######## vx_warp_barrier_table ########
vx_warp_barrier_table/layer_met4.png
The bar under the picture is 20 µm long. Cells faint in the background.
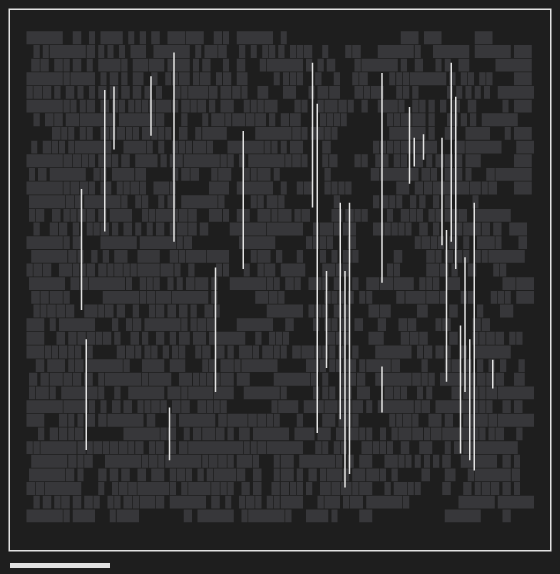

<file path="src/rtl/vx_warp_barrier_table.sv">
// Per-core warp barrier table: tracks arrivals per barrier ID and
// releases all parked warps in one registered pulse when complete.
module vx_warp_barrier_table #(
    parameter int NUM_WARPS    = 4,
    parameter int NUM_BARRIERS = 8,
    localparam int WB = (NUM_WARPS > 1) ? $clog2(NUM_WARPS) : 1,
    localparam int BB = (NUM_BARRIERS > 1) ? $clog2(NUM_BARRIERS) : 1
) (
    input  logic                 clk,
    input  logic                 reset,
    input  logic                 bar_valid,
    input  logic [BB-1:0]        bar_id,
    input  logic [WB-1:0]        bar_wid,
    input  logic [WB-1:0]        bar_size_m1,
    input  logic                 kill_valid,
    input  logic [WB-1:0]        kill_wid,
    output logic                 release_valid,
    output logic [NUM_WARPS-1:0] release_mask,
    output logic [NUM_WARPS-1:0] waiting_mask,
    output logic                 bar_error
);

    typedef struct packed {
        logic                 active;
        logic [WB-1:0]        size_m1;
        logic [WB:0]          count;
        logic [NUM_WARPS-1:0] mask;
    } entry_t;

    entry_t tbl_q [NUM_BARRIERS];
    entry_t tbl_d [NUM_BARRIERS];
    entry_t sel;
    entry_t upd;

    logic [NUM_WARPS-1:0] wid_bit;
    logic [NUM_WARPS-1:0] kill_bit;
    logic [NUM_WARPS-1:0] post_wait;
    logic [NUM_WARPS-1:0] nxt_wait;
    logic [NUM_WARPS-1:0] rel_m;
    logic                 rel_v;
    logic                 in_range;
    logic                 dup;
    logic                 drop;
    logic                 err;
    logic                 arr_ok;
    logic                 sel_full;

    always_comb begin
        tbl_d    = tbl_q;
        wid_bit  = NUM_WARPS'(1) << bar_wid;
        kill_bit = NUM_WARPS'(1) << kill_wid;

        // Kill is applied first so the arrival sees the post-kill table.
        for (int b = 0; b < NUM_BARRIERS; b++) begin
            if (kill_valid && tbl_d[b].active &&
                (|(tbl_d[b].mask & kill_bit))) begin
                tbl_d[b].mask  = tbl_d[b].mask & ~kill_bit;
                tbl_d[b].count = tbl_d[b].count - (WB+1)'(1);
                if (tbl_d[b].count == '0) begin
                    tbl_d[b] = '0;
                end
            end
        end

        post_wait = '0;
        for (int b = 0; b < NUM_BARRIERS; b++) begin
            post_wait = post_wait | tbl_d[b].mask;
        end

        in_range = int'(bar_id) < NUM_BARRIERS;
        dup      = |(post_wait & wid_bit);
        drop     = bar_valid && kill_valid && (kill_wid == bar_wid);
        err      = bar_valid && !drop && (!in_range || dup);
        arr_ok   = bar_valid && !drop && !err;

        sel = '0;
        for (int b = 0; b < NUM_BARRIERS; b++) begin
            if (BB'(b) == bar_id) begin
                sel = tbl_d[b];
            end
        end
        sel_full = (sel.count == {1'b0, sel.size_m1});

        rel_v = 1'b0;
        rel_m = '0;
        upd   = sel;
        if (arr_ok) begin
            unique case (1'b1)
                !sel.active && (bar_size_m1 == '0): begin
                    rel_v = 1'b1;
                    rel_m = wid_bit;
                end
                !sel.active && (bar_size_m1 != '0): begin
                    upd.active  = 1'b1;
                    upd.size_m1 = bar_size_m1;
                    upd.count   = (WB+1)'(1);
                    upd.mask    = wid_bit;
                end
                sel.active && sel_full: begin
                    rel_v = 1'b1;
                    rel_m = sel.mask | wid_bit;
                    upd   = '0;
                end
                sel.active && !sel_full: begin
                    upd.count = sel.count + (WB+1)'(1);
                    upd.mask  = sel.mask | wid_bit;
                end
                default: begin
                    upd = sel;
                end
            endcase
        end

        for (int b = 0; b < NUM_BARRIERS; b++) begin
            if (arr_ok && (BB'(b) == bar_id)) begin
                tbl_d[b] = upd;
            end
        end

        nxt_wait = '0;
        for (int b = 0; b < NUM_BARRIERS; b++) begin
            nxt_wait = nxt_wait | tbl_d[b].mask;
        end
    end

    always_ff @(posedge clk) begin
        if (reset) begin
            for (int b = 0; b < NUM_BARRIERS; b++) begin
                tbl_q[b] <= '0;
            end
            release_valid <= 1'b0;
            release_mask  <= '0;
            waiting_mask  <= '0;
            bar_error     <= 1'b0;
        end else begin
            tbl_q         <= tbl_d;
            release_valid <= rel_v;
            release_mask  <= rel_m;
            waiting_mask  <= nxt_wait;
            bar_error     <= err;
        end
    end

endmodule

</file>
<file path="config.mk">
export PLATFORM = sky130hd
export DESIGN_NAME = vx_warp_barrier_table
export DESIGN_NICKNAME = d
export VERILOG_FILES = /design/src/rtl/vx_warp_barrier_table.sv
export SDC_FILE = /design/constraint.sdc
export NUM_CORES = 1
export LEC_CHECK = 0
export ABC_AREA = 1
export CORE_MARGIN = 3
export CORE_UTILIZATION = 60
export CTS_CLUSTER_SIZE = 25
export DETAILED_ROUTE_END_ITERATION = 8
export PLACE_DENSITY = 0.79
export SYNTH_ARGS = -nofsm -noshare
export SYNTH_HDL_FRONTEND = slang
export SYNTH_SLANG_ARGS = --single-unit
</file>
<file path="constraint.sdc">
create_clock -name clk -period 4.41 [get_ports clk]
set_input_delay 0.6615 -clock clk [delete_from_list [all_inputs] [get_ports clk]]
set_output_delay 0.6615 -clock clk [all_outputs]
set_load 0.1 [all_outputs]
</file>
######## pipe_ctrl_unit ########
$ cat config.mk
export PLATFORM = sky130hd
export DESIGN_NAME = pipe_ctrl_unit
export DESIGN_NICKNAME = d
export VERILOG_FILES = /design/src/rtl/mips_ctrl_pkg.sv /design/src/rtl/ctrl_decode.sv /design/src/rtl/pipe_ctrl_unit.sv
export SDC_FILE = /design/constraint.sdc
export NUM_CORES = 1
export LEC_CHECK = 0
export CAP_MARGIN = 20
export CORE_MARGIN = 3
export CORE_UTILIZATION = 25
export CTS_BUF_LIST = sky130_fd_sc_hd__clkbuf_8
export DETAILED_ROUTE_END_ITERATION = 12
export DONT_BUFFER_PORTS = 1
export GPL_TIMING_DRIVEN = 0
export HOLD_SLACK_MARGIN = 0.03
export SLEW_MARGIN = 25
export SYNTH_ARGS = -nofsm -noshare
export SYNTH_HDL_FRONTEND = slang
export SYNTH_SLANG_ARGS = --single-unit
$ cat constraint.sdc
create_clock -name clk -period 2.15 [get_ports clk]
set_clock_uncertainty 0.05 [all_clocks]
set_input_delay 0.5375 -clock clk [delete_from_list [all_inputs] [get_ports clk]]
set_output_delay 0.5375 -clock clk [all_outputs]
set_load 0.01 [all_outputs]
$ cat src/rtl/mips_ctrl_pkg.sv
// Shared definitions for the MIPS main-control path: opcodes, bundle layout
// and field encodings used by both the pipelined and single-cycle cores.
package mips_ctrl_pkg;

    localparam int CTRL_W = 14;

    // Bit positions inside the 14-bit control bundle (MSB first)
    localparam int BIT_REG_DST_HI    = 13;
    localparam int BIT_REG_DST_LO    = 12;
    localparam int BIT_ALU_SRC       = 11;
    localparam int BIT_ALU_OP_HI     = 10;
    localparam int BIT_ALU_OP_LO     = 9;
    localparam int BIT_SIGN_EXT      = 8;
    localparam int BIT_BRANCH        = 7;
    localparam int BIT_BRANCH_NE     = 6;
    localparam int BIT_JUMP          = 5;
    localparam int BIT_MEM_READ      = 4;
    localparam int BIT_MEM_WRITE     = 3;
    localparam int BIT_MEM_TO_REG_HI = 2;
    localparam int BIT_MEM_TO_REG_LO = 1;
    localparam int BIT_REG_WRITE     = 0;

    localparam logic [5:0] OP_RTYPE = 6'h00;
    localparam logic [5:0] OP_JAL   = 6'h03;
    localparam logic [5:0] OP_BEQ   = 6'h04;
    localparam logic [5:0] OP_BNE   = 6'h05;
    localparam logic [5:0] OP_ADDI  = 6'h08;
    localparam logic [5:0] OP_ANDI  = 6'h0C;
    localparam logic [5:0] OP_ORI   = 6'h0D;
    localparam logic [5:0] OP_LW    = 6'h23;
    localparam logic [5:0] OP_SW    = 6'h2B;

    localparam logic [1:0] ALU_OP_ADD   = 2'b00;
    localparam logic [1:0] ALU_OP_SUB   = 2'b01;
    localparam logic [1:0] ALU_OP_FUNCT = 2'b10;
    localparam logic [1:0] ALU_OP_LOGIC = 2'b11;

    localparam logic [1:0] REG_DST_RT = 2'b00;
    localparam logic [1:0] REG_DST_RD = 2'b01;
    localparam logic [1:0] REG_DST_RA = 2'b10;

    localparam logic [1:0] MEM_TO_REG_ALU = 2'b00;
    localparam logic [1:0] MEM_TO_REG_MEM = 2'b01;
    localparam logic [1:0] MEM_TO_REG_PC  = 2'b10;

    // Field order matches the bit positions above, so a cast to logic [13:0] is exact
    typedef struct packed {
        logic [1:0] reg_dst;
        logic       alu_src;
        logic [1:0] alu_op;
        logic       sign_ext;
        logic       branch;
        logic       branch_ne;
        logic       jump;
        logic       mem_read;
        logic       mem_write;
        logic [1:0] mem_to_reg;
        logic       reg_write;
    } ctrl_t;

    // Opcodes whose rt field is a source operand (rather than a destination)
    function automatic logic reads_rt(input logic [5:0] op);
        return (op == OP_RTYPE) || (op == OP_SW) || (op == OP_BEQ) || (op == OP_BNE);
    endfunction

endpackage

$ cat src/rtl/ctrl_decode.sv
// Combinational opcode decoder: produces the 14-bit control bundle and flags
// unknown opcodes. Unknown opcodes decode to an all-zero bubble.
module ctrl_decode
    import mips_ctrl_pkg::*;
(
    input  logic [5:0]        opcode_i,
    output logic [CTRL_W-1:0] ctrl_o,
    output logic              illegal_o
);

    ctrl_t ctrl_d;

    always_comb begin
        ctrl_d          = '0;
        ctrl_d.sign_ext = 1'b1;
        illegal_o       = 1'b0;
        case (opcode_i)
            OP_RTYPE: begin
                ctrl_d.reg_dst   = REG_DST_RD;
                ctrl_d.alu_op    = ALU_OP_FUNCT;
                ctrl_d.reg_write = 1'b1;
            end
            OP_ADDI: begin
                ctrl_d.alu_src   = 1'b1;
                ctrl_d.alu_op    = ALU_OP_ADD;
                ctrl_d.reg_write = 1'b1;
            end
            OP_ANDI, OP_ORI: begin
                ctrl_d.alu_src   = 1'b1;
                ctrl_d.alu_op    = ALU_OP_LOGIC;
                ctrl_d.sign_ext  = 1'b0;
                ctrl_d.reg_write = 1'b1;
            end
            OP_LW: begin
                ctrl_d.alu_src    = 1'b1;
                ctrl_d.mem_read   = 1'b1;
                ctrl_d.mem_to_reg = MEM_TO_REG_MEM;
                ctrl_d.reg_write  = 1'b1;
            end
            OP_SW: begin
                ctrl_d.alu_src   = 1'b1;
                ctrl_d.mem_write = 1'b1;
            end
            OP_BEQ: begin
                ctrl_d.branch = 1'b1;
                ctrl_d.alu_op = ALU_OP_SUB;
            end
            OP_BNE: begin
                ctrl_d.branch    = 1'b1;
                ctrl_d.branch_ne = 1'b1;
                ctrl_d.alu_op    = ALU_OP_SUB;
            end
            OP_JAL: begin
                ctrl_d.jump       = 1'b1;
                ctrl_d.reg_dst    = REG_DST_RA;
                ctrl_d.mem_to_reg = MEM_TO_REG_PC;
                ctrl_d.reg_write  = 1'b1;
            end
            default: begin
                ctrl_d    = '0;
                illegal_o = 1'b1;
            end
        endcase
    end

    assign ctrl_o = ctrl_d;

endmodule

$ cat src/rtl/pipe_ctrl_unit.sv
// Pipelined main control: decodes ID, carries control bundles and destination
// indices through ID/EX, EX/MEM and MEM/WB, handles load-use stalls and redirects.
module pipe_ctrl_unit
    import mips_ctrl_pkg::*;
#(
    parameter int REG_ADDR_W = 5,
    parameter bit HAZARD_EN  = 1'b1,
    parameter int ERR_CNT_W  = 8
) (
    input  logic                  clk,
    input  logic                  rst_n,
    input  logic                  id_valid,
    input  logic [5:0]            id_opcode,
    input  logic [REG_ADDR_W-1:0] id_rs,
    input  logic [REG_ADDR_W-1:0] id_rt,
    input  logic [REG_ADDR_W-1:0] id_rd,
    input  logic                  ex_redirect,
    output logic                  stall,
    output logic                  flush_ifid,
    output logic [CTRL_W-1:0]     ex_ctrl,
    output logic [CTRL_W-1:0]     mem_ctrl,
    output logic [CTRL_W-1:0]     wb_ctrl,
    output logic [REG_ADDR_W-1:0] ex_dest,
    output logic [REG_ADDR_W-1:0] mem_dest,
    output logic [REG_ADDR_W-1:0] wb_dest,
    output logic                  illegal,
    output logic [ERR_CNT_W-1:0]  illegal_cnt
);

    localparam logic [REG_ADDR_W-1:0] RA_IDX = REG_ADDR_W'(31);

    logic [CTRL_W-1:0]     dec_ctrl;
    logic                  dec_illegal;
    logic [REG_ADDR_W-1:0] dec_dest;
    logic                  load_use;
    logic                  advance;

    logic [CTRL_W-1:0]     ex_ctrl_q,  ex_ctrl_d;
    logic [CTRL_W-1:0]     mem_ctrl_q;
    logic [CTRL_W-1:0]     wb_ctrl_q;
    logic [REG_ADDR_W-1:0] ex_dest_q,  ex_dest_d;
    logic [REG_ADDR_W-1:0] mem_dest_q;
    logic [REG_ADDR_W-1:0] wb_dest_q;
    logic                  illegal_q,  illegal_d;
    logic [ERR_CNT_W-1:0]  illegal_cnt_q, illegal_cnt_d;

    ctrl_decode u_decode (
        .opcode_i  (id_opcode),
        .ctrl_o    (dec_ctrl),
        .illegal_o (dec_illegal)
    );

    always_comb begin
        dec_dest = '0;
        if (dec_ctrl[BIT_REG_WRITE]) begin
            case (dec_ctrl[BIT_REG_DST_HI:BIT_REG_DST_LO])
                REG_DST_RT: dec_dest = id_rt;
                REG_DST_RD: dec_dest = id_rd;
                REG_DST_RA: dec_dest = RA_IDX;
                default:    dec_dest = '0;
            endcase
        end
    end

    // rt only counts as a hazard source for opcodes that actually read it
    always_comb begin
        load_use = 1'b0;
        if (HAZARD_EN && id_valid && ex_ctrl_q[BIT_MEM_READ] && (ex_dest_q != '0)) begin
            load_use = (ex_dest_q == id_rs) ||
                       ((ex_dest_q == id_rt) && reads_rt(id_opcode));
        end
    end

    assign stall      = load_use && !ex_redirect;
    assign flush_ifid = ex_redirect;
    assign advance    = id_valid && !stall && !ex_redirect;

    always_comb begin
        ex_ctrl_d     = '0;
        ex_dest_d     = '0;
        illegal_d     = 1'b0;
        illegal_cnt_d = illegal_cnt_q;
        if (advance) begin
            ex_ctrl_d = dec_ctrl;
            ex_dest_d = dec_dest;
            illegal_d = dec_illegal;
            if (dec_illegal && (illegal_cnt_q != '1)) begin
                illegal_cnt_d = illegal_cnt_q + 1'b1;
            end
        end
    end

    always_ff @(posedge clk or negedge rst_n) begin
        if (!rst_n) begin
            ex_ctrl_q     <= '0;
            mem_ctrl_q    <= '0;
            wb_ctrl_q     <= '0;
            ex_dest_q     <= '0;
            mem_dest_q    <= '0;
            wb_dest_q     <= '0;
            illegal_q     <= 1'b0;
            illegal_cnt_q <= '0;
        end else begin
            ex_ctrl_q     <= ex_ctrl_d;
            ex_dest_q     <= ex_dest_d;
            mem_ctrl_q    <= ex_ctrl_q;
            mem_dest_q    <= ex_dest_q;
            wb_ctrl_q     <= mem_ctrl_q;
            wb_dest_q     <= mem_dest_q;
            illegal_q     <= illegal_d;
            illegal_cnt_q <= illegal_cnt_d;
        end
    end

    assign ex_ctrl     = ex_ctrl_q;
    assign mem_ctrl    = mem_ctrl_q;
    assign wb_ctrl     = wb_ctrl_q;
    assign ex_dest     = ex_dest_q;
    assign mem_dest    = mem_dest_q;
    assign wb_dest     = wb_dest_q;
    assign illegal     = illegal_q;
    assign illegal_cnt = illegal_cnt_q;

endmodule

######## diag_readout_sequencer ########
--- src/rtl/diag_readout_sequencer.sv ---
// Detector readout sequencer: settles each channel, averages 2^AVG_LOG2 ADC samples,
// and streams thresholded per-channel results over a valid/ready interface.
module diag_readout_sequencer #(
    parameter int N_CH        = 9,
    parameter int DATA_W      = 12,
    parameter int AVG_LOG2    = 2,
    parameter int SETTLE_CYC  = 8,
    parameter int TIMEOUT_CYC = 64
) (
    input  logic              clk,
    input  logic              rst,
    input  logic              start,
    input  logic [DATA_W-1:0] thresh,
    output logic              busy,
    output logic              done,
    output logic [3:0]        adc_ch,
    output logic              adc_req,
    input  logic              adc_valid,
    input  logic [DATA_W-1:0] adc_data,
    output logic              res_valid,
    input  logic              res_ready,
    output logic [3:0]        res_ch,
    output logic [DATA_W-1:0] res_avg,
    output logic              res_pos,
    output logic              res_err
);

    localparam int ACC_W = DATA_W + AVG_LOG2;
    localparam int CNT_W = AVG_LOG2 + 1;
    localparam int SET_W = $clog2(SETTLE_CYC + 1);
    localparam int TMO_W = $clog2(TIMEOUT_CYC);

    localparam logic [CNT_W-1:0] LAST_SAMPLE = CNT_W'((1 << AVG_LOG2) - 1);
    localparam logic [SET_W-1:0] SETTLE_LAST = SET_W'(SETTLE_CYC - 1);
    localparam logic [TMO_W-1:0] TMO_LAST    = TMO_W'(TIMEOUT_CYC - 1);
    localparam logic [3:0]       CH_LAST     = 4'(N_CH - 1);

    typedef enum logic [2:0] {
        S_IDLE,
        S_SETTLE,
        S_REQ,
        S_WAIT,
        S_EMIT,
        S_DONE
    } state_t;

    state_t            state_q, state_d;
    logic [3:0]        ch_q, ch_d;
    logic [DATA_W-1:0] thresh_q, thresh_d;
    logic [ACC_W-1:0]  acc_q, acc_d;
    logic [CNT_W-1:0]  cnt_q, cnt_d;
    logic [SET_W-1:0]  settle_q, settle_d;
    logic [TMO_W-1:0]  tmo_q, tmo_d;
    logic              err_q, err_d;

    logic [DATA_W-1:0] avg;

    // NOTE: state registers use non-blocking assignment so every flop samples
    // the pre-edge value of its neighbours, independent of statement order.
    always_ff @(posedge clk or posedge rst) begin
        if (rst) begin
            state_q  <= S_IDLE;
            ch_q     <= '0;
            thresh_q <= '0;
            acc_q    <= '0;
            cnt_q    <= '0;
            settle_q <= '0;
            tmo_q    <= '0;
            err_q    <= 1'b0;
        end else begin
            state_q  <= state_d;
            ch_q     <= ch_d;
            thresh_q <= thresh_d;
            acc_q    <= acc_d;
            cnt_q    <= cnt_d;
            settle_q <= settle_d;
            tmo_q    <= tmo_d;
            err_q    <= err_d;
        end
    end

    // NOTE: every next-state signal is defaulted before the case so no path
    // leaves one unassigned, which would otherwise infer a latch.
    always_comb begin
        state_d  = state_q;
        ch_d     = ch_q;
        thresh_d = thresh_q;
        acc_d    = acc_q;
        cnt_d    = cnt_q;
        settle_d = settle_q;
        tmo_d    = tmo_q;
        err_d    = err_q;

        unique case (state_q)
            S_IDLE: begin
                if (start) begin
                    thresh_d = thresh;
                    ch_d     = '0;
                    acc_d    = '0;
                    cnt_d    = '0;
                    err_d    = 1'b0;
                    settle_d = '0;
                    state_d  = S_SETTLE;
                end
            end
            S_SETTLE: begin
                if (settle_q == SETTLE_LAST) begin
                    settle_d = '0;
                    state_d  = S_REQ;
                end else begin
                    settle_d = settle_q + 1'b1;
                end
            end
            S_REQ: begin
                tmo_d   = '0;
                state_d = S_WAIT;
            end
            S_WAIT: begin
                // A sample arriving on the final timeout cycle still wins.
                if (adc_valid) begin
                    acc_d   = acc_q + ACC_W'(adc_data);
                    cnt_d   = cnt_q + 1'b1;
                    state_d = (cnt_q == LAST_SAMPLE) ? S_EMIT : S_REQ;
                end else if (tmo_q == TMO_LAST) begin
                    err_d   = 1'b1;
                    state_d = S_EMIT;
                end else begin
                    tmo_d = tmo_q + 1'b1;
                end
            end
            S_EMIT: begin
                if (res_ready) begin
                    acc_d = '0;
                    cnt_d = '0;
                    err_d = 1'b0;
                    if (ch_q == CH_LAST) begin
                        state_d = S_DONE;
                    end else begin
                        ch_d     = ch_q + 4'd1;
                        settle_d = '0;
                        state_d  = S_SETTLE;
                    end
                end
            end
            S_DONE: begin
                state_d = S_IDLE;
            end
            default: begin
                state_d = S_IDLE;
            end
        endcase
    end

    // Truncating average: drop the AVG_LOG2 fractional bits of the sum.
    assign avg = acc_q[AVG_LOG2 +: DATA_W];

    assign busy      = (state_q != S_IDLE);
    assign done      = (state_q == S_DONE);
    assign adc_ch    = ch_q;
    assign adc_req   = (state_q == S_REQ);
    assign res_valid = (state_q == S_EMIT);
    assign res_ch    = res_valid ? ch_q : 4'd0;
    assign res_avg   = (res_valid && !err_q) ? avg : '0;
    assign res_pos   = res_valid && !err_q && (avg >= thresh_q);
    assign res_err   = res_valid && err_q;

endmodule
--- config.mk ---
export PLATFORM = sky130hd
export DESIGN_NAME = diag_readout_sequencer
export DESIGN_NICKNAME = d
export VERILOG_FILES = /design/src/rtl/diag_readout_sequencer.sv
export SDC_FILE = /design/constraint.sdc
export NUM_CORES = 1
export LEC_CHECK = 0
export CAP_MARGIN = 20
export CORE_MARGIN = 2
export CORE_UTILIZATION = 55
export DETAILED_ROUTE_END_ITERATION = 8
export HOLD_SLACK_MARGIN = 0.06
export PLACE_DENSITY = 0.83
export SLEW_MARGIN = 20
export SYNTH_ARGS = -nofsm -noshare
export SYNTH_HDL_FRONTEND = slang
export SYNTH_SLANG_ARGS = --single-unit
export TNS_END_PERCENT = 10
--- constraint.sdc ---
create_clock -name clk -period 4.1 [get_ports clk]
set_clock_uncertainty 0.15 [all_clocks]
set_input_delay 0.82 -clock clk [delete_from_list [all_inputs] [get_ports clk]]
set_output_delay 0.82 -clock clk [all_outputs]
set_load 0.005 [all_outputs]
diag_readout_sequencer/layer_met2.png
Cells faint in the background.
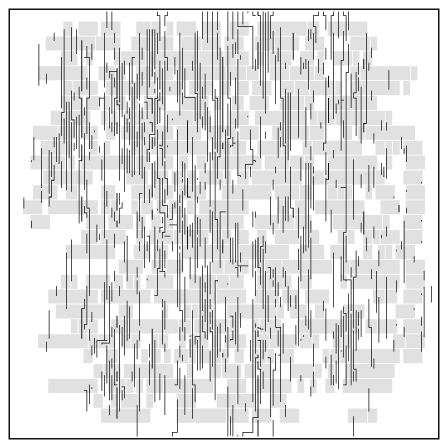
- wire length on this layer: 3130 µm
- nets with wire on the layer: 375
- main direction: vertical
met2 global-route usage: 36.12%
vias after detailed routing: 2628
Detailed Route WL: 6.645 mm

==> summary.txt, diag_readout_sequencer <==
Implementation numbers.

- The met3 layer usage reported by global route is 3.218%.
- The combinational-cell power consumption is 1.14 mW.
- The clock network fraction of design power is 12.6%.
- The CTS clock-pin slew for the worst setup and hold paths reads 0.09 ns.
- The dominant power group in this design is combinational logic.
- The number of port buffers is 54.
- The count of buffer and inverter cells on the critical path reads 2.
- The run finished with clean final reports.
- The first routing iteration left 127 violations.
- For the worst min-delay path, the startpoint reported by OpenROAD is cnt_q[2]$_DFFE_PP0P_.
- After floorplanning, the core was sized to cover 5405 µm².
- Among all cell types in the netlist, the one instantiated most often is dfrtp_1.
- The met3 wire length is 280 µm.
- The end point of the worst hold path is cnt_q[2]$_DFFE_PP0P_.
- The routability congestion estimate from global placement reads 0.8936.
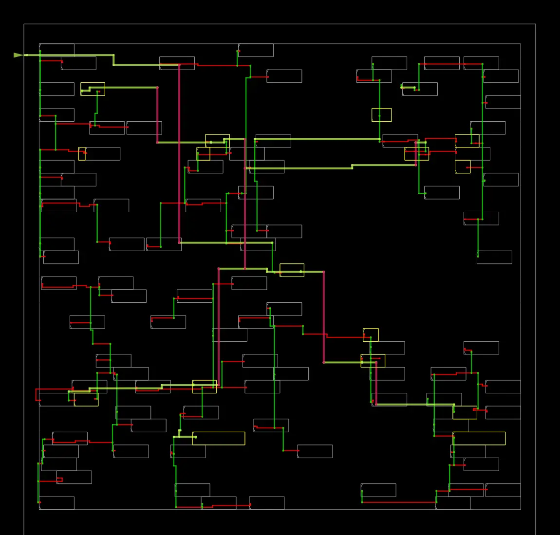
vx_warp_barrier_table/clocks.png
clock latency on the worst-skew pair: 0.40 ns
number of buffers created by CTS: 9
Clock Skew: 0.01320 ns
Clock buffer cells: 10

About vx_warp_barrier_table/layer_met4.png:
- nets with wire on the layer: 24
- share of all routed wire: 3.7%
- main direction: vertical
- longest straight run: 65.3 µm
- wire length on this layer: 779 µm
vias after detailed routing: 6986
Detailed Route WL: 20.87 mm

==> summary.txt, vx_warp_barrier_table <==
Implementation numbers.

- The flow ran to the end, and the final reports show no timing, DRC or antenna violations.
- The total I/O pin count reads 23.
- Looking at the setup timing report, the critical path kind is primary input to register.
- Routability-driven placement finished with a final weighted congestion of 1.025.
- No sink is reached through more buffers than the 2 on the longest clock path.
- By instance count, the leading cell after synthesis is nand2_1.
- The number of logic gates is 764.
- The most congested layer reported by global routing reads met2.
- The smallest setup slack after layout reads 0.3574 ns.
- The post-place setup slack reads 0.01082 ns.
- Per the detail_route log, met3 wirelength is 2.304 mm.
- Tracing the worst setup path back leads to its startpoint at kill_wid[0].
- In the placement report, post-DP HPWL is listed as 16.38 mm.
- Per STA, the worst path is made up of clkdlybuf4s50_1, buf_4, inv_2, nand3_1, nand2_1, o21ai_1, inv_1, a21boi_1, nand2b_1, nor2_1, nand2_1, nand2_1, nand2_1, nor3_4, nand2_2, buf_4, nand4_1, nand3_1, nand2_1, nor2_1, nand2_1, nor2_1, nor2_1.
- The share of synthesized cell area in and-or and or-and compound cells reads 15.35%.
- The path type of the worst min-delay path reads register to register.
- For this run, the chip area from Yosys synthesis comes to 6186 µm².
- The cell count after synthesis reads 1025.
- Per the summary, power density relative to cell area is 271.5 nW/µm².
pipe_ctrl_unit/sizes.png
The bar under the picture is 20 µm long.
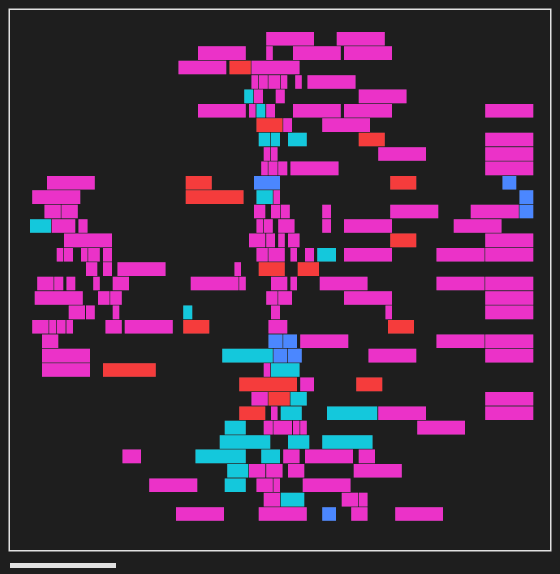
- _3 and _4 cells: blue (cells 9; share 4.6%)
- _2 cells: cyan (cells 23; share 12%)
- _6 and larger: red (cells 16; share 8.2%)
- _0 and _1 cells: magenta (cells 147; share 75%)
Non-Filler Cell Area, Final: 2753 µm²
area delta synth->final: 19.50%
Plain + repair buffers: 16

==> summary.txt, pipe_ctrl_unit <==
Implementation numbers.

- For this run, the chip area from Yosys synthesis comes to 2303 µm².
- The width of the die reads 102.0 µm.
- The total area of sequential cells is 1583 µm².
- After synthesis, the cell types taking the most area are dfrtp_1, xor2_1, nor3_1.
- The routing usage on met2 is 16.19%.
- The insertion delay of the later-clocked pin in the worst-skew pair reads 0.34 ns.
- The number of synthesis warnings reads 0.
- The clock network fraction of design power reads 41.8%.
- The flow ran to the end, but the final reports show violations.
- Yosys reported a register bit count of 63.
- The net load switching power is 661.1 µW.
- The highest net fanout along the worst path is 5.
- Once routing completed, OpenROAD measured the worst setup slack at -0.1180 ns.
- The power density over the cells is 966.3 nW/µm².
- Of the total synthesized cell area, the portion taken by AND, OR, NAND and NOR gates is 14.07%.
- The total number of vias reads 1390.
- The final reports fail on setup timing.
- The number of failing setup endpoints in the final timing report is 1.
- The initialized floorplan defines 34 standard-cell rows.
- For reference, the critical path is launched at ex_dest[3]$_DFF_PN0_.

######## seq_stream_ctrl ########
File: src/rtl/seq_stream_ctrl.sv
// Serializes valid/ready words MSB-first onto a sequence detector and counts its hits.
// Latency: start -> CLEAR (1 cycle) -> LOAD; each bit lasts div_q+1 cycles; done pulses after the last bit.
// Backpressure: s_ready is high only in LOAD; the FSM waits there indefinitely, prescaler frozen.
module seq_stream_ctrl #(
  parameter int W     = 8,
  parameter int DIV_W = 16,
  parameter int CNT_W = 8
) (
  input  logic             clk,
  input  logic             rst,
  input  logic             start,
  input  logic [7:0]       word_count,
  input  logic [DIV_W-1:0] div_val,
  input  logic [W-1:0]     s_data,
  input  logic             s_valid,
  output logic             s_ready,
  output logic             det_din,
  output logic             det_step,
  output logic             det_clr,
  input  logic             det_hit,
  output logic             busy,
  output logic             done,
  output logic [CNT_W-1:0] match_cnt,
  output logic             overflow
);

  localparam int BIT_W = (W > 1) ? $clog2(W) : 1;
  localparam logic [BIT_W-1:0] LAST_BIT = BIT_W'(W - 1);
  localparam logic [CNT_W-1:0] CNT_MAX  = {CNT_W{1'b1}};

  typedef enum logic [2:0] {
    IDLE   = 3'd0,
    CLEAR  = 3'd1,
    LOAD   = 3'd2,
    SHIFT  = 3'd3,
    FINISH = 3'd4
  } state_t;

  state_t state_q, state_d;

  logic [7:0]       words_left;
  logic [DIV_W-1:0] div_q;
  logic [DIV_W-1:0] pcnt;
  logic [BIT_W-1:0] bit_cnt;
  logic [W-1:0]     shreg;

  // Bit-period boundary: only meaningful in SHIFT; the prescaler is held elsewhere.
  logic step;
  logic last_bit;
  assign step     = (state_q == SHIFT) && (pcnt == div_q);
  assign last_bit = (bit_cnt == LAST_BIT);

  // Outputs are pure decodes of registered state, so nothing combinational reaches them from s_valid or det_hit.
  assign s_ready  = (state_q == LOAD);
  assign det_clr  = (state_q == CLEAR);
  assign done     = (state_q == FINISH);
  assign busy     = (state_q != IDLE);
  assign det_step = step;
  assign det_din  = (state_q == SHIFT) && shreg[W-1];

  // State register; reset drops straight to IDLE, which silences every decoded output.
  always_ff @(posedge clk or posedge rst) begin
    if (rst) begin
      state_q <= IDLE;
    end else begin
      state_q <= state_d;
    end
  end

  // Next-state logic for the run sequence.
  always_comb begin
    state_d = state_q;
    case (state_q)
      IDLE:   if (start) state_d = CLEAR;
      CLEAR:  state_d = (words_left == 8'd0) ? FINISH : LOAD;
      LOAD:   if (s_valid) state_d = SHIFT;
      SHIFT: begin
        // words_left is never zero here: CLEAR diverts empty runs straight to FINISH.
        if (step && last_bit) state_d = (words_left == 8'd1) ? FINISH : LOAD;
      end
      FINISH: state_d = IDLE;
      default: state_d = IDLE;
    endcase
  end

  // Datapath: run parameters, word shifter, prescaler, bit counter and hit counter.
  always_ff @(posedge clk or posedge rst) begin
    if (rst) begin
      words_left <= '0;
      div_q      <= '0;
      pcnt       <= '0;
      bit_cnt    <= '0;
      shreg      <= '0;
      match_cnt  <= '0;
      overflow   <= 1'b0;
    end else begin
      case (state_q)
        IDLE: begin
          if (start) begin
            words_left <= word_count;
            div_q      <= div_val;
            match_cnt  <= '0;
            overflow   <= 1'b0;
          end
        end
        LOAD: begin
          if (s_valid) begin
            shreg   <= s_data;
            bit_cnt <= '0;
            pcnt    <= '0;
          end
        end
        SHIFT: begin
          if (step) begin
            pcnt    <= '0;
            shreg   <= shreg << 1;
            bit_cnt <= bit_cnt + 1'b1;
            if (det_hit) begin
              // Saturate rather than wrap; any hit lost to saturation is flagged sticky.
              if (match_cnt == CNT_MAX) overflow <= 1'b1;
              else                      match_cnt <= match_cnt + 1'b1;
            end
            if (last_bit) words_left <= words_left - 8'd1;
          end else begin
            pcnt <= pcnt + 1'b1;
          end
        end
        default: ;
      endcase
    end
  end

endmodule

File: config.mk
export PLATFORM = sky130hd
export DESIGN_NAME = seq_stream_ctrl
export DESIGN_NICKNAME = d
export VERILOG_FILES = /design/src/rtl/seq_stream_ctrl.sv
export SDC_FILE = /design/constraint.sdc
export NUM_CORES = 1
export LEC_CHECK = 0
export CORE_MARGIN = 5
export CORE_UTILIZATION = 30
export CTS_CLUSTER_DIAMETER = 100
export DETAILED_ROUTE_END_ITERATION = 10
export GPL_TIMING_DRIVEN = 0
export SETUP_SLACK_MARGIN = 0.3
export SLEW_MARGIN = 20
export SYNTH_ARGS = -nofsm -noshare
export SYNTH_HDL_FRONTEND = slang
export SYNTH_SLANG_ARGS = --single-unit
File: constraint.sdc
create_clock -name clk -period 3.1 [get_ports clk]
set_input_delay 0.31 -clock clk [delete_from_list [all_inputs] [get_ports clk]]
set_output_delay 0.31 -clock clk [all_outputs]
set_load 0.005 [all_outputs]
######## pc_jump_sequencer ########
### src/rtl/pc_jump_sequencer.sv
// pc_jump_sequencer: turns jump/call/return requests into the byte-wide
// strobe sequence that reloads the program counter, and keeps a 4-deep
// return-address stack for CALL/RET.
module pc_jump_sequencer (
    input  logic        clk,
    input  logic        MR,
    input  logic        req,
    input  logic [1:0]  op,
    input  logic [2:0]  cond,
    input  logic [3:0]  flags,
    input  logic [15:0] target,
    input  logic [7:0]  pchi,
    input  logic [7:0]  pclo,
    output logic [7:0]  D,
    output logic        _pchitmp_in,
    output logic        _long_jump,
    output logic        _local_jump,
    output logic        ack,
    output logic        taken,
    output logic        err,
    output logic        busy,
    output logic [2:0]  depth
);

    typedef enum logic [2:0] {
        IDLE,
        LOAD_HI,
        JUMP_LONG,
        JUMP_LOCAL,
        DONE
    } state_t;

    localparam logic [1:0] OP_JMP_LOCAL = 2'd0;
    localparam logic [1:0] OP_JMP_LONG  = 2'd1;
    localparam logic [1:0] OP_CALL      = 2'd2;
    localparam logic [1:0] OP_RET       = 2'd3;

    state_t      state, state_n;
    logic [15:0] addr_q, addr_n;
    logic [2:0]  depth_n;
    logic [15:0] ret_stack [0:3];
    logic [1:0]  top_idx;
    logic [15:0] ret_addr;
    logic [15:0] pc_inc;
    logic        push_en;
    logic        cond_true;
    logic [7:0]  d_n;
    logic        pchitmp_n, long_n, local_n;
    logic        ack_n, taken_n, err_n;

    // Depth of 4 aliases to index 0 in two bits, so top-of-stack is always depth-1.
    assign top_idx  = depth[1:0] - 2'd1;
    assign ret_addr = ret_stack[top_idx];
    assign pc_inc   = {pchi, pclo} + 16'd1;

    // Decode the condition code against the flags presented with the request.
    always_comb begin
        cond_true = 1'b0;
        case (cond)
            3'd0:    cond_true = 1'b1;
            3'd1:    cond_true = flags[0];
            3'd2:    cond_true = !flags[0];
            3'd3:    cond_true = flags[1];
            3'd4:    cond_true = !flags[1];
            3'd5:    cond_true = flags[2];
            3'd6:    cond_true = flags[3];
            default: cond_true = 1'b0;
        endcase
    end

    // Next state, stack action and the output values that will be registered
    // alongside the next state, so every output is a flop.
    always_comb begin
        state_n   = state;
        addr_n    = addr_q;
        depth_n   = depth;
        push_en   = 1'b0;
        d_n       = 8'h00;
        pchitmp_n = 1'b1;
        long_n    = 1'b1;
        local_n   = 1'b1;
        ack_n     = 1'b0;
        taken_n   = 1'b0;
        err_n     = 1'b0;

        case (state)
            IDLE: begin
                if (req) begin
                    addr_n = target;
                    if (!cond_true) begin
                        state_n = DONE;
                    end else begin
                        case (op)
                            OP_JMP_LOCAL: state_n = JUMP_LOCAL;
                            OP_JMP_LONG:  state_n = LOAD_HI;
                            OP_CALL: begin
                                if (depth == 3'd4) begin
                                    state_n = DONE;
                                    err_n   = 1'b1;
                                end else begin
                                    push_en = 1'b1;
                                    depth_n = depth + 3'd1;
                                    state_n = LOAD_HI;
                                end
                            end
                            default: begin
                                if (depth == 3'd0) begin
                                    state_n = DONE;
                                    err_n   = 1'b1;
                                end else begin
                                    addr_n  = ret_addr;
                                    depth_n = depth - 3'd1;
                                    state_n = LOAD_HI;
                                end
                            end
                        endcase
                    end
                end
            end
            LOAD_HI:    state_n = JUMP_LONG;
            JUMP_LONG: begin
                state_n = DONE;
                taken_n = 1'b1;
            end
            JUMP_LOCAL: begin
                state_n = DONE;
                taken_n = 1'b1;
            end
            DONE:       state_n = IDLE;
            default:    state_n = IDLE;
        endcase

        case (state_n)
            LOAD_HI: begin
                d_n       = addr_n[15:8];
                pchitmp_n = 1'b0;
            end
            JUMP_LONG: begin
                d_n    = addr_n[7:0];
                long_n = 1'b0;
            end
            JUMP_LOCAL: begin
                d_n     = addr_n[7:0];
                local_n = 1'b0;
            end
            DONE:    ack_n = 1'b1;
            default: ack_n = 1'b0;
        endcase
    end

    // State, captured address, stack pointer and registered outputs.
    always_ff @(posedge clk or posedge MR) begin
        if (MR) begin
            state       <= IDLE;
            addr_q      <= 16'h0000;
            depth       <= 3'd0;
            D           <= 8'h00;
            _pchitmp_in <= 1'b1;
            _long_jump  <= 1'b1;
            _local_jump <= 1'b1;
            ack         <= 1'b0;
            taken       <= 1'b0;
            err         <= 1'b0;
            busy        <= 1'b0;
        end else begin
            state       <= state_n;
            addr_q      <= addr_n;
            depth       <= depth_n;
            D           <= d_n;
            _pchitmp_in <= pchitmp_n;
            _long_jump  <= long_n;
            _local_jump <= local_n;
            ack         <= ack_n;
            taken       <= taken_n & ack_n;
            err         <= err_n & ack_n;
            busy        <= (state_n != IDLE);
        end
    end

    // Return-address storage; the slot at the current depth takes the pushed PC+1.
    always_ff @(posedge clk or posedge MR) begin
        if (MR) begin
            for (int i = 0; i < 4; i++) begin
                ret_stack[i] <= 16'h0000;
            end
        end else if (push_en) begin
            ret_stack[depth[1:0]] <= pc_inc;
        end
    end

endmodule

### config.mk
export PLATFORM = sky130hd
export DESIGN_NAME = pc_jump_sequencer
export DESIGN_NICKNAME = d
export VERILOG_FILES = /design/src/rtl/pc_jump_sequencer.sv
export SDC_FILE = /design/constraint.sdc
export NUM_CORES = 1
export LEC_CHECK = 0
export CORE_MARGIN = 3
export CORE_UTILIZATION = 50
export CTS_BUF_LIST = sky130_fd_sc_hd__clkbuf_16
export DETAILED_ROUTE_END_ITERATION = 10
export PLACE_DENSITY = 0.74
export SYNTH_ARGS = -nofsm -noshare
export SYNTH_HDL_FRONTEND = slang
export SYNTH_SLANG_ARGS = --single-unit
### constraint.sdc
create_clock -name clk -period 3.2 [get_ports clk]
set_input_delay 0.32 -clock clk [delete_from_list [all_inputs] [get_ports clk]]
set_output_delay 0.32 -clock clk [all_outputs]
set_load 0.01 [all_outputs]
pc_jump_sequencer/sizes.png
The bar under the picture is 20 µm long.
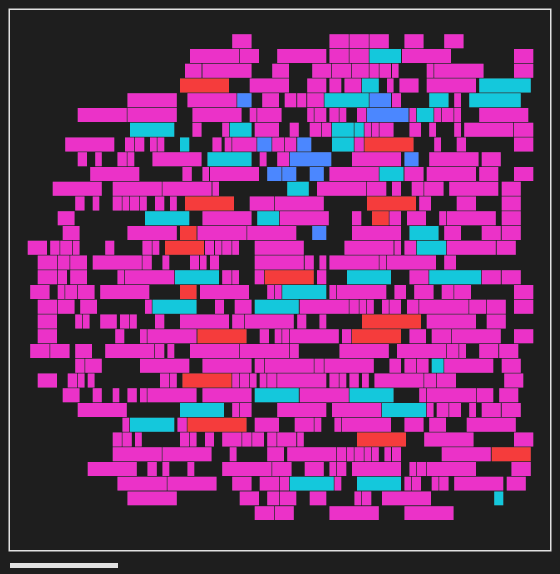
- _2 cells: cyan (cells 35; share 7.7%)
- _6 and larger: red (cells 16; share 3.5%)
- _3 and _4 cells: blue (cells 11; share 2.4%)
- _0 and _1 cells: magenta (cells 393; share 86%)
area delta synth->final: 23.67%
worst path setup slack after routing: 0.6645 ns

==> summary.txt, pc_jump_sequencer <==
Implementation numbers.

- The area fraction in mux cells is 12.25%.
- The analysis attributes to net switching a power of 1.525 mW.
- The TritonCTS clock tree reads built.
- The total of fill cells in the finished design is 635.
- The vertical extent of the die reads 99.62 µm.
- By area, registers come first.
- The share of synthesized area occupied by flip-flops and latches reads 53.20%.
- The total area of sequential cells reads 2331 µm².
- The power in the clock group reads 1.15 mW.
- The Yosys chip area reads 4382 µm².
- The number of port buffers reads 61.
- The count of buffer and inverter cells on the critical path reads 1.
- The critical path goes through inv_1, ha_1, nand2b_1, nand3_1, a31oi_4, nor2_2, a221oi_1, o22ai_1.
- The total I/O pin count reads 62.
- The tightest min-delay check is of the primary input to asynchronous set/reset pin type.
- Setup repair after global routing left no endpoint under its margin.
- For this run, the slowest stage of the critical path takes 0.51 ns.
- The number of global-route vias before repair is 3225.
- The count of TritonRoute iterations in the first routing pass is 4.
- The main area contributors are dfrtp_1, mux4_2, a21oi_1.
- The flow ran to the end, and the final reports show no timing, DRC or antenna violations.
- The wire length of the first global-routing pass is 16.08 mm.
- The power density over the cells reads 865.0 nW/µm².
- The combinational-cell power consumption is 1.65 mW.
- In the floorplan report the effective utilization is 52.28%.
- The highest net fanout along the worst path is 17.
- At the end of the flow the core is filled with cells to 64.65%.
- The number of standard cells in the layout, taps in and fillers out reads 560.
- The post-synth net total reads 439.
- The share of synthesized cell area in and-or and or-and compound cells is 11.36%.
- The required time at the worst-slack endpoint is 3.39 ns.
- The worst-case vdd ir drop reads 0.0003644 V.
- The commonest non-fill, non-tap cell in the layout is dfrtp_1.
- The sequential power reads 1.89 mW.
- The main power-consuming group is sequential cells.
seq_stream_ctrl/layer_met1.png
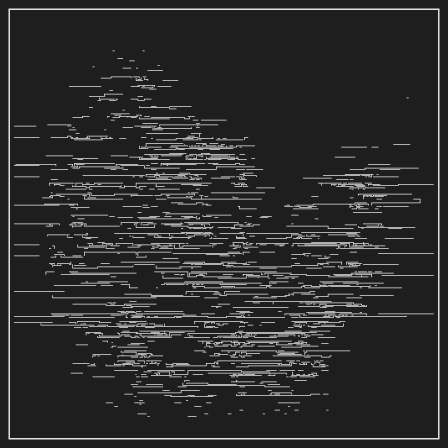
- main direction: horizontal
- share of all routed wire: 48%
- longest straight run: 28.5 µm
vias after detailed routing: 3109
met1 demand-to-capacity share in global routing: 19.03%
Detailed Route WL: 9.212 mm

==> summary.txt, seq_stream_ctrl <==
Implementation numbers.

- Traced cell by cell, the critical path runs through buf_2, xor2_1, nor4_2, and4_4, nand2_4, inv_4, clkdlybuf4s50_1.
- The worst register-to-register path begins at pcnt[4]$_DFFE_PP0P_.
- The type of origin of the critical path is a register.
- After synthesis, the cell types taking the most area are dfrtp_1, nand2_1, xor2_1.
- For the worst-skew pair, the clock arrives at the later sink with an insertion delay of 0.33 ns.
- The combinational power reported by the tool is 620 µW.
- The combinational gate area is 1773 µm².
- The mean area per synthesized cell is 9.232 µm².
- The area fraction in mux cells is 1.721%.
- Headroom to the max-slew limit came out at 56.73%.
- The clock network burns 36.1% of the power.
- The final worst hold slack is 0.2791 ns.
- The design draws 2.823 mW.
- The part of the power in registers is 42.0%.
- The path type of the worst min-delay path is primary input to asynchronous set/reset pin.
- The smallest setup slack after layout reads 0.4416 ns.
- The commonest cells after synthesis are nand2_1, dfrtp_1, nor2_1.
- The area share of and/or/nand/nor cells after synthesis reads 26.75%.
- The run finished with clean final reports.
- The leakage power summed over all cells is 1.878 nW.
- The sequential power reads 1.18 mW.
- The synthesized netlist handed to floorplanning was reported with a cell count of 378.
- The share of synthesized area occupied by flip-flops and latches is 45.18%.
- The maximum number of buffers from clock root to sink is 2.
- The wire-length estimate of the detail-placed layout is 6.693 mm.
- 282 cells are multi-input combinational gates.
- The total area of sequential cells is 1578 µm².
- The power report lists cell-internal power as 1.968 mW.
- The number of antenna violations at the first check in global routing is 0.
- The main power-consuming group is sequential cells.
- The post-place setup slack reads 0.3510 ns.
- The largest delay contributor family on the critical path reads buffers and inverters.
- Per STA, the startpoint of the critical path is pcnt[10]$_DFFE_PP0P_.
- The routing usage on met2 is 20.65%.
- The most congested layer reported by global routing reads met2.
- The met3 layer usage reported by global route reads 3.652%.
- In the final layout, the registers with the most flip-flops are div_q: 16 flops, pcnt: 16 flops.
- Summing all placed instances gives a cell area of 4209 µm².
- Counting endpoints that fail hold in the final report gives 0.
- The number of cells after detailed placement is 573.
- The synthesis log from Yosys contains 0 warnings.
- Entering global routing, the biggest net connects 48 pins.

######## rr_mux_arbiter_flat ########
rr_mux_arbiter_flat/clocks.png
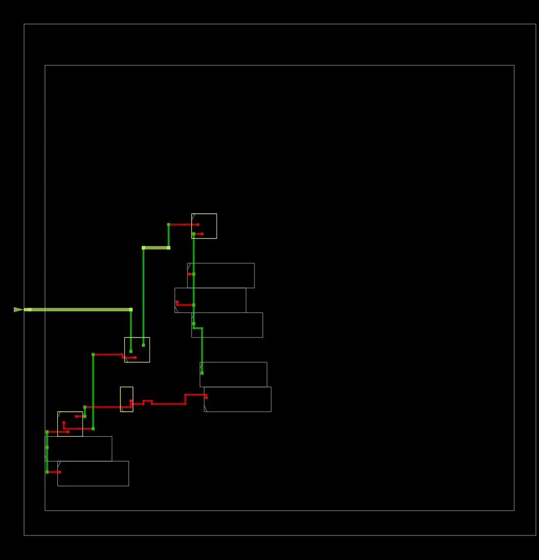
rr_mux_arbiter_flat/layer_met2.png
Cells faint in the background.
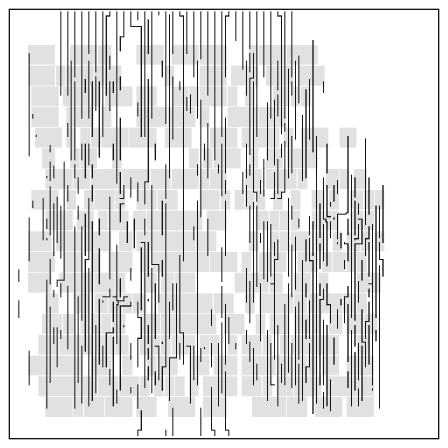
rr_mux_arbiter_flat/wires.png
Only two layers are drawn.
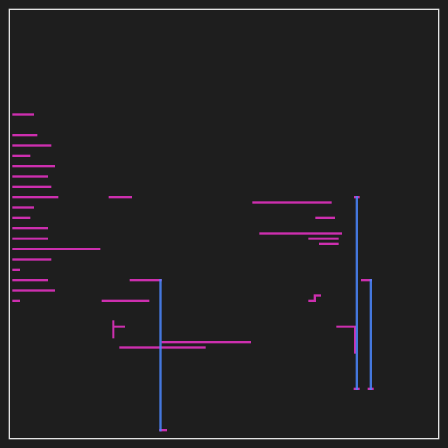
$ cat config.mk
export PLATFORM = sky130hd
export DESIGN_NAME = rr_mux_arbiter_flat
export DESIGN_NICKNAME = d
export VERILOG_FILES = /design/src/rtl/rr_mux_if.sv /design/src/rtl/rr_mux_arbiter.sv /design/src/flat_wrapper.sv
export SDC_FILE = /design/constraint.sdc
export NUM_CORES = 1
export LEC_CHECK = 0
export ABC_AREA = 1
export CORE_MARGIN = 2
export CORE_UTILIZATION = 33
export DETAILED_ROUTE_END_ITERATION = 8
export HOLD_SLACK_MARGIN = 0.1
export PLACE_DENSITY = 0.77
export SYNTH_ARGS = -nofsm -noshare
export SYNTH_HDL_FRONTEND = slang
export SYNTH_SLANG_ARGS = --single-unit
$ cat constraint.sdc
create_clock -name clk -period 1.66 [get_ports clk]
set_input_delay 0.332 -clock clk [delete_from_list [all_inputs] [get_ports clk]]
set_output_delay 0.332 -clock clk [all_outputs]
set_load 0.02 [all_outputs]
$ cat src/rtl/rr_mux_if.sv
// Requester/consumer bundle for the round-robin mux arbiter: N request lanes in,
// one muxed stream out, plus the registered grant.
interface rr_mux_if #(
  parameter int NUM_REQ = 4,
  parameter int DATA_W  = 8
);
  logic [NUM_REQ-1:0]        req_i;
  logic [NUM_REQ*DATA_W-1:0] data_i;
  logic [NUM_REQ-1:0]        last_i;
  logic                      ready_i;
  logic [NUM_REQ-1:0]        gnt_o;
  logic                      valid_o;
  logic [DATA_W-1:0]         data_o;
  logic                      last_o;
  logic                      busy_o;

  modport master (
    output req_i, data_i, last_i, ready_i,
    input  gnt_o, valid_o, data_o, last_o, busy_o
  );

  modport slave (
    input  req_i, data_i, last_i, ready_i,
    output gnt_o, valid_o, data_o, last_o, busy_o
  );
endinterface

$ cat src/rtl/rr_mux_arbiter.sv
// Round-robin arbiter owning an N:1 and-or mux; the registered one-hot grant is
// held for a whole packet and drives the mux select directly.
module rr_mux_arbiter #(
  parameter int NUM_REQ = 4,
  parameter int DATA_W  = 8
) (
  input  logic        clk,
  input  logic        reset,
  rr_mux_if.slave     bus
);
  localparam int PTR_W = (NUM_REQ > 1) ? $clog2(NUM_REQ) : 1;

  typedef enum logic {IDLE, GRANT} state_t;

  state_t             state_q, state_d;
  logic [NUM_REQ-1:0] gnt_q, gnt_d, pick;
  logic [PTR_W-1:0]   ptr_q, ptr_d, gnt_idx;
  logic [DATA_W-1:0]  mux_data;
  logic               valid, last;

  // Walk from farthest to nearest so the candidate closest after ptr wins.
  always_comb begin
    pick = '0;
    for (int k = NUM_REQ; k >= 1; k--) begin
      if (bus.req_i[(int'(ptr_q) + k) % NUM_REQ]) begin
        pick = '0;
        pick[(int'(ptr_q) + k) % NUM_REQ] = 1'b1;
      end
    end
  end

  always_comb begin
    gnt_idx = '0;
    for (int i = 0; i < NUM_REQ; i++) begin
      if (gnt_q[i]) gnt_idx = PTR_W'(i);
    end
  end

  // And-or mux: a zero grant forces every output lane to zero.
  always_comb begin
    mux_data = '0;
    for (int i = 0; i < NUM_REQ; i++) begin
      mux_data |= bus.data_i[i*DATA_W +: DATA_W] & {DATA_W{gnt_q[i]}};
    end
  end

  assign valid = |(bus.req_i & gnt_q);
  assign last  = (|(bus.last_i & gnt_q)) & valid;

  // NOTE: every variable driven here gets a default first, so no path leaves it unassigned and no latch is inferred.
  always_comb begin
    state_d = state_q;
    gnt_d   = gnt_q;
    ptr_d   = ptr_q;
    case (state_q)
      IDLE: begin
        if (|bus.req_i) begin
          gnt_d   = pick;
          state_d = GRANT;
        end
      end
      GRANT: begin
        if (valid && bus.ready_i && last) begin
          gnt_d   = '0;
          ptr_d   = gnt_idx;
          state_d = IDLE;
        end
      end
      default: state_d = IDLE;
    endcase
  end

  // NOTE: state registers use non-blocking assignments so all flops update together from pre-edge values.
  always_ff @(posedge clk) begin
    if (reset) begin
      state_q <= IDLE;
      gnt_q   <= '0;
      ptr_q   <= PTR_W'(NUM_REQ - 1);
    end else begin
      state_q <= state_d;
      gnt_q   <= gnt_d;
      ptr_q   <= ptr_d;
    end
  end

  assign bus.gnt_o   = gnt_q;
  assign bus.valid_o = valid;
  assign bus.data_o  = mux_data;
  assign bus.last_o  = last;
  assign bus.busy_o  = (state_q == GRANT);
endmodule

$ cat src/flat_wrapper.sv
// flat-port wrapper written by rule: the top's interface ports become plain ports
module rr_mux_arbiter_flat 
#(
  parameter int NUM_REQ = 4,
  parameter int DATA_W  = 8
)
  (clk, reset, bus_req_i, bus_data_i, bus_last_i, bus_ready_i, bus_gnt_o, bus_valid_o, bus_data_o, bus_last_o, bus_busy_o);
  rr_mux_if #(.NUM_REQ(NUM_REQ), .DATA_W(DATA_W)) bus_i ();
  input  logic clk;
  input  logic reset;
  input wire logic [$bits(bus_i.req_i)-1:0] bus_req_i;
  input wire logic [$bits(bus_i.data_i)-1:0] bus_data_i;
  input wire logic [$bits(bus_i.last_i)-1:0] bus_last_i;
  input wire logic [$bits(bus_i.ready_i)-1:0] bus_ready_i;
  output wire logic [$bits(bus_i.gnt_o)-1:0] bus_gnt_o;
  output wire logic [$bits(bus_i.valid_o)-1:0] bus_valid_o;
  output wire logic [$bits(bus_i.data_o)-1:0] bus_data_o;
  output wire logic [$bits(bus_i.last_o)-1:0] bus_last_o;
  output wire logic [$bits(bus_i.busy_o)-1:0] bus_busy_o;
  assign bus_i.req_i = bus_req_i;
  assign bus_i.data_i = bus_data_i;
  assign bus_i.last_i = bus_last_i;
  assign bus_i.ready_i = bus_ready_i;
  assign bus_gnt_o = bus_i.gnt_o;
  assign bus_valid_o = bus_i.valid_o;
  assign bus_data_o = bus_i.data_o;
  assign bus_last_o = bus_i.last_o;
  assign bus_busy_o = bus_i.busy_o;
  rr_mux_arbiter #(.NUM_REQ(NUM_REQ), .DATA_W(DATA_W)) u_core (.clk(clk), .reset(reset), .bus(bus_i));
endmodule
==> summary.txt <==
Implementation numbers.

- The run finished with clean final reports.
- The number of antenna violations at the first check in global routing reads 0.
- Of all flip-flops after synthesis, the portion carrying an async set or reset was 0%.
- The hold-critical path depth reads 2.
- The portion of the layout cell area used by non-clock buffers reads 42.99%.
- During placement, the flow inserted port buffers numbering 57.
- The total of fill cells in the finished design is 248.
- The script reports the combined buffer and inverter count of the critical path as 2.
- The timing report gives the biggest stage delay along the critical path as 0.44 ns.
- The number of non-clock inverters is 17.
- Subtracting the final worst setup slack from the clock period gives 1.648 ns.
- The cell-internal power is 519.8 µW.
- Of the cells placed in the final design, the portion with a size suffix greater than 1 is 23.85%.
- The met3 layer usage reported by global route reads 2.326%.
- The synthesized-area fraction occupied by xor and xnor cells reads 0%.
- The final cell area excluding filler cells is 1697 µm².
- The distinct cell type count after synthesis reads 19.
Notes on rr_mux_arbiter_flat/clocks.png above:
Clock Skew: 0.003941 ns
TritonCTS Sinks: 7

Notes on rr_mux_arbiter_flat/layer_met2.png above:
- wire length on this layer: 2060 µm
- main direction: vertical
- longest straight run: 35.0 µm
- share of all routed wire: 56%
vias after detailed routing: 1376
met2 global-route usage: 45.38%

Notes on rr_mux_arbiter_flat/wires.png above:
- metal 3: magenta (wire length 151 µm)
- metal 4: blue (wire length 59.2 µm)
total routing resource utilization after global routing: 23.45%
routed len/inst: 13.62 µm
Detailed Route WL: 3.664 mm



==> notes/layouts.md <==
Pictures saved along the way, in no particular order.

M2 wires.
Cells faint in the background.
panel A
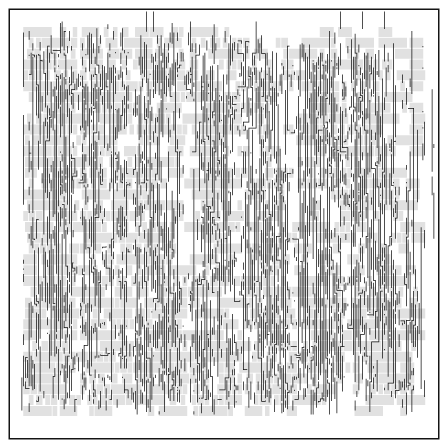
panel B
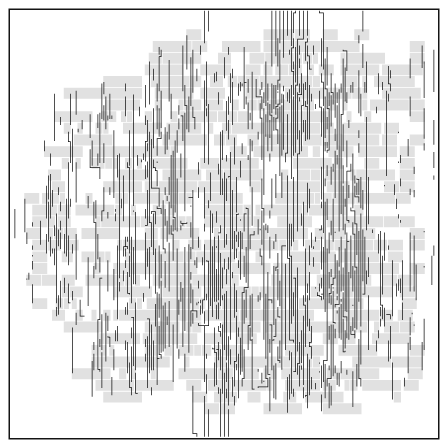
panel C
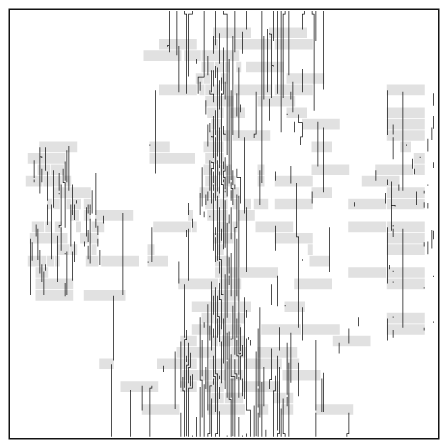
panel D
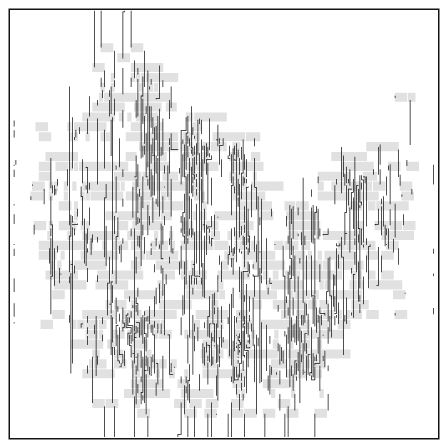
pipe_ctrl_unit -> panel C
pc_jump_sequencer -> panel B
seq_stream_ctrl -> panel D
vx_warp_barrier_table -> panel A

Key to panel D:
- main direction: vertical
- share of all routed wire: 45%
- wire length on this layer: 4180 µm

No activity file was given, so power comes from the tool's default toggle rates.
